=== block 1 ===
[src/rtl/uart_pkg.sv]
// ============================================================
// uart_pkg: shared FSM encoding and register bit indices for the UART TX path.
// Revision: 1.0
// ============================================================
`default_nettype none

package uart_pkg;

    typedef enum logic [1:0] {
        IDLE  = 2'd0,
        START = 2'd1,
        DATA  = 2'd2,
        STOP  = 2'd3
    } tx_state_e;

    localparam int ST_BUSY   = 0;
    localparam int ST_DONE   = 1;
    localparam int CTL_START = 0;
    localparam int CTL_EN    = 1;

endpackage

`default_nettype wire

[src/rtl/uart_baud_tick.sv]
// ============================================================
// uart_baud_tick: bit-period counter producing one tick every CLKS_PER_BIT cycles.
// Revision: 1.0
// ============================================================
`default_nettype none

module uart_baud_tick #(
    parameter int CLKS_PER_BIT = 434
) (
    input  logic clk_i,
    input  logic rst_ni,
    input  logic clear,
    input  logic enable,
    output logic tick
);

    localparam int CNT_W = $clog2(CLKS_PER_BIT);
    localparam logic [CNT_W-1:0] LAST = CNT_W'(CLKS_PER_BIT - 1);

    logic [CNT_W-1:0] cnt_q;

    assign tick = enable && (cnt_q == LAST);

    always_ff @(posedge clk_i or negedge rst_ni) begin
        if (!rst_ni) begin
            cnt_q <= '0;
        end else if (clear) begin
            cnt_q <= '0;
        end else if (enable) begin
            cnt_q <= tick ? '0 : cnt_q + 1'b1;
        end
    end

endmodule

`default_nettype wire

[src/rtl/uart_tx_engine.sv]
// ============================================================
// uart_tx_engine: 8N1 UART transmitter launched by a rising edge of the CPU start bit.
// Revision: 1.0
// ============================================================
`default_nettype none

module uart_tx_engine
    import uart_pkg::*;
#(
    parameter int CLKS_PER_BIT = 434,
    parameter int DATA_W       = 8
) (
    input  logic              clk_i,
    input  logic              rst_ni,
    input  logic [1:0]        ctl_data_i,
    input  logic [DATA_W-1:0] tx_data_i,
    input  logic              rd_i,
    input  logic              sel_i,
    output logic [1:0]        status_o,
    output logic              tx_o
);

    localparam int BIT_W = (DATA_W > 1) ? $clog2(DATA_W) : 1;
    localparam logic [BIT_W-1:0] LAST_BIT = BIT_W'(DATA_W - 1);

    tx_state_e         state_q, state_d;
    logic [DATA_W-1:0] shift_q, shift_d;
    logic [BIT_W-1:0]  bit_cnt_q, bit_cnt_d;
    logic              tx_q, tx_d;
    logic              busy_q, busy_d;
    logic              done_q, done_d;
    logic              start_q;
    logic              done_set;
    logic              go;
    logic              abort;
    logic              tick;

    assign go    = ctl_data_i[CTL_EN] & ctl_data_i[CTL_START] & ~start_q & (state_q == IDLE);
    assign abort = ~ctl_data_i[CTL_EN] & (state_q != IDLE);

    uart_baud_tick #(
        .CLKS_PER_BIT (CLKS_PER_BIT)
    ) u_baud (
        .clk_i  (clk_i),
        .rst_ni (rst_ni),
        .clear  (go | abort),
        .enable (state_q != IDLE),
        .tick   (tick)
    );

    always_comb begin
        state_d   = state_q;
        shift_d   = shift_q;
        bit_cnt_d = bit_cnt_q;
        tx_d      = tx_q;
        busy_d    = busy_q;
        done_set  = 1'b0;

        if (abort) begin
            state_d = IDLE;
            tx_d    = 1'b1;
            busy_d  = 1'b0;
        end else begin
            case (state_q)
                IDLE: begin
                    tx_d = 1'b1;
                    if (go) begin
                        shift_d = tx_data_i;
                        state_d = START;
                        tx_d    = 1'b0;
                        busy_d  = 1'b1;
                    end
                end
                START: begin
                    if (tick) begin
                        state_d   = DATA;
                        tx_d      = shift_q[0];
                        bit_cnt_d = '0;
                    end
                end
                DATA: begin
                    if (tick) begin
                        shift_d = shift_q >> 1;
                        if (bit_cnt_q == LAST_BIT) begin
                            state_d = STOP;
                            tx_d    = 1'b1;
                        end else begin
                            bit_cnt_d = bit_cnt_q + 1'b1;
                            tx_d      = shift_d[0];
                        end
                    end
                end
                STOP: begin
                    if (tick) begin
                        state_d  = IDLE;
                        busy_d   = 1'b0;
                        done_set = 1'b1;
                    end
                end
                default: begin
                    state_d = IDLE;
                    tx_d    = 1'b1;
                    busy_d  = 1'b0;
                end
            endcase
        end

        // A completion on the same edge as a CPU read must not be lost.
        if (done_set) begin
            done_d = 1'b1;
        end else if (rd_i && sel_i) begin
            done_d = 1'b0;
        end else begin
            done_d = done_q;
        end
    end

    always_ff @(posedge clk_i or negedge rst_ni) begin
        if (!rst_ni) begin
            state_q   <= IDLE;
            shift_q   <= '0;
            bit_cnt_q <= '0;
            tx_q      <= 1'b1;
            busy_q    <= 1'b0;
            done_q    <= 1'b0;
            start_q   <= 1'b0;
        end else begin
            state_q   <= state_d;
            shift_q   <= shift_d;
            bit_cnt_q <= bit_cnt_d;
            tx_q      <= tx_d;
            busy_q    <= busy_d;
            done_q    <= done_d;
            start_q   <= ctl_data_i[CTL_START];
        end
    end

    assign tx_o              = tx_q;
    assign status_o[ST_BUSY] = busy_q;
    assign status_o[ST_DONE] = done_q;

endmodule

`default_nettype wire
[config.mk]
export PLATFORM = sky130hd
export DESIGN_NAME = uart_tx_engine
export DESIGN_NICKNAME = d
export VERILOG_FILES = /design/src/rtl/uart_pkg.sv /design/src/rtl/uart_baud_tick.sv /design/src/rtl/uart_tx_engine.sv
export SDC_FILE = /design/constraint.sdc
export NUM_CORES = 1
export LEC_CHECK = 0
export CAP_MARGIN = 25
export CORE_ASPECT_RATIO = 2
export CORE_MARGIN = 1
export CORE_UTILIZATION = 50
export CTS_CLUSTER_SIZE = 28
export DETAILED_ROUTE_END_ITERATION = 16
export GPL_TIMING_DRIVEN = 0
export PLACE_DENSITY = 0.75
export SLEW_MARGIN = 0
export SYNTH_ARGS = -nofsm -noshare
export SYNTH_HDL_FRONTEND = slang
export SYNTH_SLANG_ARGS = --single-unit
[constraint.sdc]
create_clock -name clk_i -period 1.95 [get_ports clk_i]
set_input_delay 0.39 -clock clk_i [delete_from_list [all_inputs] [get_ports clk_i]]
set_output_delay 0.39 -clock clk_i [all_outputs]
set_load 0.005 [all_outputs]
=== block 2 ===
--- config.mk ---
export PLATFORM = sky130hd
export DESIGN_NAME = ppu_pixel_fifo
export DESIGN_NICKNAME = d
export VERILOG_FILES = /design/src/rtl/ppu_pixel_fifo.sv
export SDC_FILE = /design/constraint.sdc
export NUM_CORES = 1
export LEC_CHECK = 0
export ABC_CLOCK_PERIOD_IN_PS = 3150
export CAP_MARGIN = 25
export CORE_MARGIN = 3
export CORE_UTILIZATION = 45
export CTS_BUF_LIST = sky130_fd_sc_hd__clkbuf_4
export CTS_CLUSTER_DIAMETER = 100
export DETAILED_ROUTE_END_ITERATION = 8
export PLACE_DENSITY_LB_ADDON = 0.15
export SLEW_MARGIN = 30
export SYNTH_ARGS = -nofsm -noshare
export SYNTH_HDL_FRONTEND = slang
export SYNTH_SLANG_ARGS = --single-unit
--- constraint.sdc ---
create_clock -name clk -period 3.15 [get_ports clk]
set_input_delay 0.315 -clock clk [delete_from_list [all_inputs] [get_ports clk]]
set_output_delay 0.315 -clock clk [all_outputs]
set_load 0.03 [all_outputs]
--- src/rtl/ppu_pixel_fifo.sv ---
// ppu_pixel_fifo: background/window pixel FIFO between the BG fetcher and the
// LCD pixel output. Tile rows (one bitplane byte per plane) are pushed whole;
// one colour index (or palette shade) is popped per cycle with one cycle of
// output latency. A flush empties the FIFO and arms a fine-scroll discard.
//
// Build option: define PPU_FIFO_PALETTE_EN to map popped indices through bgp
// (requires BPP == 2). Without it, px_out is the raw colour index.
//
// state   | meaning
// RUN     | popped pixels are visible (px_valid=1)
// DISCARD | popped pixels are dropped until disc_cnt reaches zero

module ppu_pixel_fifo #(
  parameter int DEPTH  = 16,
  parameter int TILE_W = 8,
  parameter int BPP    = 2
) (
  input  logic                         clk,
  input  logic                         rst,
  input  logic                         flush,
  input  logic [$clog2(TILE_W)-1:0]    fine_scroll,
  input  logic                         push_valid,
  output logic                         push_ready,
  input  logic [BPP*TILE_W-1:0]        push_data,
  input  logic                         pop_en,
  input  logic [7:0]                   bgp,
  output logic [BPP-1:0]               px_out,
  output logic                         px_valid,
  output logic [$clog2(DEPTH+1)-1:0]   level,
  output logic                         underrun
);

  localparam int PW = $clog2(DEPTH);
  localparam int LW = $clog2(DEPTH+1);
  localparam int SW = $clog2(TILE_W);

  localparam logic [0:0] ST_RUN     = 1'b0;
  localparam logic [0:0] ST_DISCARD = 1'b1;

  logic [BPP-1:0] mem [DEPTH];
  logic [PW-1:0]  wr_ptr;
  logic [PW-1:0]  rd_ptr;
  logic [0:0]     state;
  logic [SW-1:0]  disc_cnt;

  logic           push_fire;
  logic           pop_fire;
  logic [LW-1:0]  level_nxt;
  logic [BPP-1:0] pop_pix;
  logic [BPP-1:0] pop_shade;
  logic [BPP-1:0] row_pix [TILE_W];

  // Pointer advance with wrap modulo DEPTH (DEPTH need not be a power of two).
  function automatic logic [PW-1:0] ptr_add(input logic [PW-1:0] p, input int unsigned n);
    int unsigned s;
    s = 32'(p) + n;
    if (s >= 32'(DEPTH)) s = s - 32'(DEPTH);
    return PW'(s);
  endfunction

  assign push_ready = (level <= LW'(DEPTH - TILE_W));
  assign push_fire  = push_valid && push_ready && !flush && !rst;
  assign pop_fire   = pop_en && (level != '0) && !flush;
  assign pop_pix    = mem[rd_ptr];

`ifdef PPU_FIFO_PALETTE_EN
  assign pop_shade = bgp[{pop_pix, 1'b0} +: 2];
`else
  logic unused_bgp;
  assign unused_bgp = ^bgp;
  assign pop_shade  = pop_pix;
`endif

  // Unpack a tile row into per-pixel indices, leftmost pixel (MSB) first.
  always_comb begin
    for (int i = 0; i < TILE_W; i++) begin
      for (int p = 0; p < BPP; p++) begin
        row_pix[i][p] = push_data[p*TILE_W + (TILE_W-1-i)];
      end
    end
  end

  // Occupancy after this cycle's push and/or pop.
  always_comb begin
    level_nxt = level;
    case ({push_fire, pop_fire})
      2'b10:   level_nxt = level + LW'(TILE_W);
      2'b01:   level_nxt = level - LW'(1);
      2'b11:   level_nxt = level + LW'(TILE_W - 1);
      default: level_nxt = level;
    endcase
  end

  // Pixel storage: a push writes a whole tile row starting at wr_ptr.
  always_ff @(posedge clk) begin
    if (push_fire) begin
      for (int i = 0; i < TILE_W; i++) begin
        mem[ptr_add(wr_ptr, i)] <= row_pix[i];
      end
    end
  end

  // Pointers, occupancy, discard FSM, registered output and sticky underrun.
  always_ff @(posedge clk) begin
    if (rst) begin
      wr_ptr   <= '0;
      rd_ptr   <= '0;
      level    <= '0;
      state    <= ST_RUN;
      disc_cnt <= '0;
      px_out   <= '0;
      px_valid <= 1'b0;
      underrun <= 1'b0;
    end else if (flush) begin
      wr_ptr   <= '0;
      rd_ptr   <= '0;
      level    <= '0;
      disc_cnt <= fine_scroll;
      state    <= (fine_scroll != '0) ? ST_DISCARD : ST_RUN;
      px_valid <= 1'b0;
      underrun <= 1'b0;
    end else begin
      px_valid <= 1'b0;
      level    <= level_nxt;
      if (push_fire) wr_ptr <= ptr_add(wr_ptr, TILE_W);
      if (pop_fire) begin
        rd_ptr <= ptr_add(rd_ptr, 1);
        if (state == ST_DISCARD) begin
          disc_cnt <= disc_cnt - SW'(1);
          if (disc_cnt == SW'(1)) state <= ST_RUN;
        end else begin
          px_out   <= pop_shade;
          px_valid <= 1'b1;
        end
      end
      if (pop_en && (level == '0) && (state == ST_RUN)) underrun <= 1'b1;
    end
  end

endmodule

**Block 1: I/O nets highlighted**

Scale: 4 px per um.
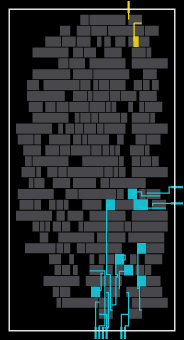
yellow -> `rd_i`  # bits 1, direction input, end cells 1, buffers 1, wire 8.30 um
cyan -> `tx_data_i`  # bits 8, direction input, end cells 8, buffers 8, wire 169 um

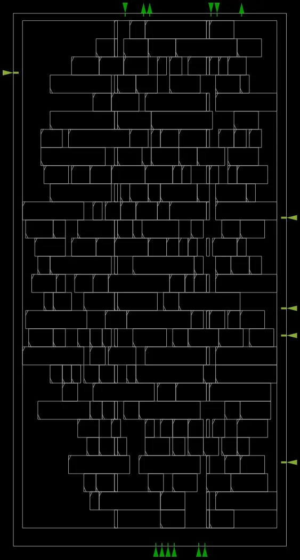
**Above:** block 1 (cell outlines without signal wires).
Tapcells: 30
Seq area share: 32.0%
Std-Cell Rows: 28

==> flow_summary.ini, block 1 <==
; flow metrics
[outcome]
outcome = finished, final reports clean

[detailed_routing]
wl_um = 3990
ant_nets = 0

[yosys]
ys_seq_share_pct = 42.9
synth-seq-cells = 26
synth_top_cell_by_area = dfrtp_1
ff_type = dfrtp_1
ys_async_sr_fraction_pct = 100
ys_top_logic_family = AND-OR/OR-AND gates
yosys_area_um2 = 1520
syn_nets = 181
simple_gate_area_share_pct = 17.6
ys_sh_mux_pct = 3.54
synthesis.area_um2 = 1520
top_cell_area_share_pct = 41.2

[clock_tree]
tritoncts = yes
clk_latency_ps = 280
cts_buffer_depth = 2
cts.reportedPaths.clkPinSlew_ps = 90
postCtsHoldBufs = 0
cts_made_buffers = 3

[pwr]
p_clk_share_pct = 14.4
pg_comb_mw = 1.32
top_power_group = combinational logic
power_mw = 2.51
p_seq_mw = 0.828
p_seq_share_pct = 32.9
combPwrFrac_pct = 52.7
sw_frac_of_total_pct = 35.9
intPower_mw = 1.61

[timing]
tightest_slew_ps = 688
layout_min_cycle_time_ps = 1930
rsz0062_at_grt = true
worst_hold_slack_ps = 485
setup_viol = 0
fmax_mhz = 519
final_max_slew_viol_count = 0
fin_crit_sh_pct = 98.9

[floorplanning]
fp-utilization_pct = 52.3
design.portCount = 17
die_width_um = 41.0

[layout]
utilization_pct = 70.2
reg_top3 = u_baud.cnt_q (9), shift_q (8), bit_cnt_q (3)
seqCellArea_um2 = 653
largestClassByArea = multi-input combinational cells
drive_above_1_share_pct = 28.4
clock_tree_area_fraction_pct = 2.70
buf_share_pct = 17.4
insertedDiodeCount = 0
layout-area-overhead-vs-synth_pct = 34.3
regMostFlops = u_baud.cnt_q
clockBufferCount = 4

[place]
dp_cells = 206
pre_cts_ws_ps = -526

[setup_path]
rrSetupSlack_ps = 20
cp-startpoint = state_q[1]
arrival_ps = 2150
cp_max_fo = 5
cp_cell_sequence = inv_2 > ha_4 > nand4bb_4 > or4_4 > or3_1 > nand3_1
endpoint = bit_cnt_q[2]
end_kind = flip-flop
slowest_stage = or4_4

[worst_hold_path]
hold_path_startpoint = done_q
hold_depth = 2
hold_path_end = done_q

[global_routing]
track_usage_pct = 26.6
grt_pass1_vias = 1349

[job]
warnings = 31
[block 1: worst max-delay path, delay by kind of cell (launching register included)]
family | cells | cell delay (ps)
buffers and inverters | 1 | 70
adder cells (fa/ha/maj) | 1 | 180
AND/OR/NAND/NOR | 4 | 1190
flip-flops | 1 | 410
[block 1: metal layers]
metal  global-route usage, %  vias up  part of all wire (%)
li1                        -      653                     -
met1                    28.3      691                    37
met2                    48.4       37                    58
met3                    1.95       11                   2.9
met4                    10.7        0                   2.9
met5                       0        -                     0
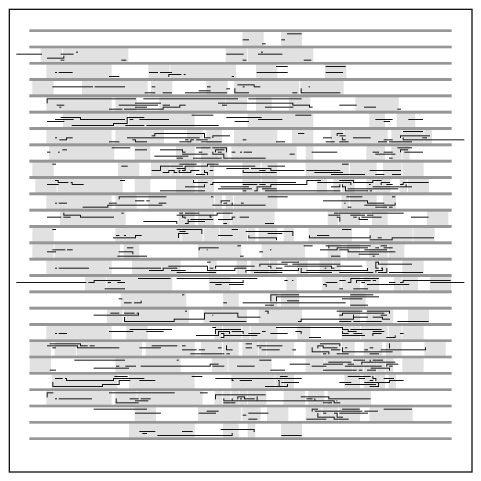
**Above:** block 2 (signal wires on met1).
Scale: 6 px per um. Supply wires on this layer in gray.
wire length on this layer = 1700 um
share of all routed wire = 42%
longest straight run = 18.4 um
main direction = horizontal
nets with wire on the layer = 222
drt total wl: 4060 um
met1 usage: 16.6%
detailed-route via count: 1530

==> flow_summary.ini, block 2 <==
; flow metrics
[detailed_routing]
drc_errors = 0
detail_route.first_pass.iterations = 5

[outcome]
outcome = finished, final reports clean

[setup_path]
rrSetupSlack_ps = 440
cp-startpoint = level[0]
critPathBufInv = 1
crit_family = simple AND/OR/NAND/NOR gates
crit_type = flip-flop to flip-flop
endpoint = level[4]

[worst_hold_path]
hold_depth = 2
hold_path_startpoint = underrun

[timing]
rsz0062_at_grt = false
layout_setup_ws_ps = 440
setup_tns_ps = 0
setup_viol = 0
layout_min_cycle_time_ps = 2710
slew_headroom_pct = 45.8
fmax_mhz = 369

[job]
maxCapViolCount = 0
warnings = 36

[pwr]
pg_clk_mw = 0.288
combPwrFrac_pct = 10.9
powerDensity_nw_per_um2 = 415
power_switching_mw = 0.250
power_mw = 1.13
pg_comb_mw = 0.123
ir_worst_vdd_uv = 266
power_leakage_nw = 0.894
p_seq_share_pct = 63.7
top_power_group = registers

[layout]
instances_no_fill = 285
utilization_pct = 57.0
buffers = 39
final_cell_mix = 33 x clkdlybuf4s50_1, 32 x edfxtp_1, 18 x dfxtp_1
seq_share_pct = 48.4
sh_comb_area_pct = 31.1
design_area_um2 = 2730
clock_tree_area_fraction_pct = 2.20
reg_top3 = mem (32), level (5), rd_ptr (4)
insertedDiodeCount = 0

[floorplanning]
dieArea_um2 = 5910
die_width_um = 76.9
fp-utilization_pct = 47.2
tap-cell-count = 67
coreArea_um2 = 4790

[clock_tree]
cts.htree.levels = 2
postCtsHoldBufs = 0
clock_sinks = 50
tritoncts = yes
cts.reportedPaths.clkPinSlew_ps = 130
clk_latency_ps = 350

[yosys]
edf_count = 32
top_cell_area_share_pct = 42.5
yosysMostFrequentCell = edfxtp_1
simple_gate_area_share_pct = 14.1
synthDistinctLibCells = 41
synth-seq-cells = 50
ys_sh_mux_pct = 8.30
synth_top_cell_by_area = edfxtp_1
synth.avg_cell_area_um2 = 12.4

[global_routing]
track_usage_pct = 15.4
grt_pass1_vias = 1613
grt_pass1_wl_um = 7260
antenna_found_initial = 0

[place]
dpl.hpwl_um = 3000
gp_congestion = 0.838
pre_cts_ws_ps = 508
==> block 2: worst register-to-register path, stage by stage (launching register included) <==
cell	delay (ps)
dfxtp_1	360
inv_1	90
ha_1	200
or4b_1	480
and2_4	220
nand2b_1	80
ha_1	250
a2111oi_0	590
mux2i_1	250
o211ai_1	90
==> block 2: metal layers <==
metal / wire, um / vias to the layer above / GRT usage, %
li1: - / 742 / -
met5: 0 / - / 0
met2: 2100 / 35 / 28.0
met3: 184 / 8 / 3.87
met1: 1700 / 745 / 16.6
met4: 77 / 0 / 6.88


==> gallery <==
Cell classes on the final placement.
panel A
Scale: 4 px per um.
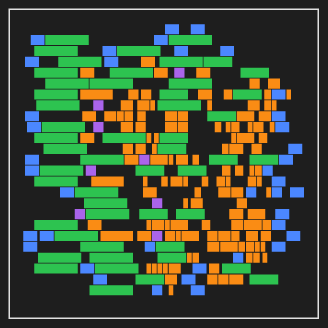
panel B
Scale: 6 px per um.
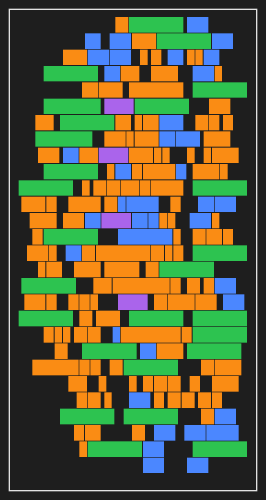
Panel A comes from block 2.
Panel B comes from block 1.
Of these, largest die: panel A

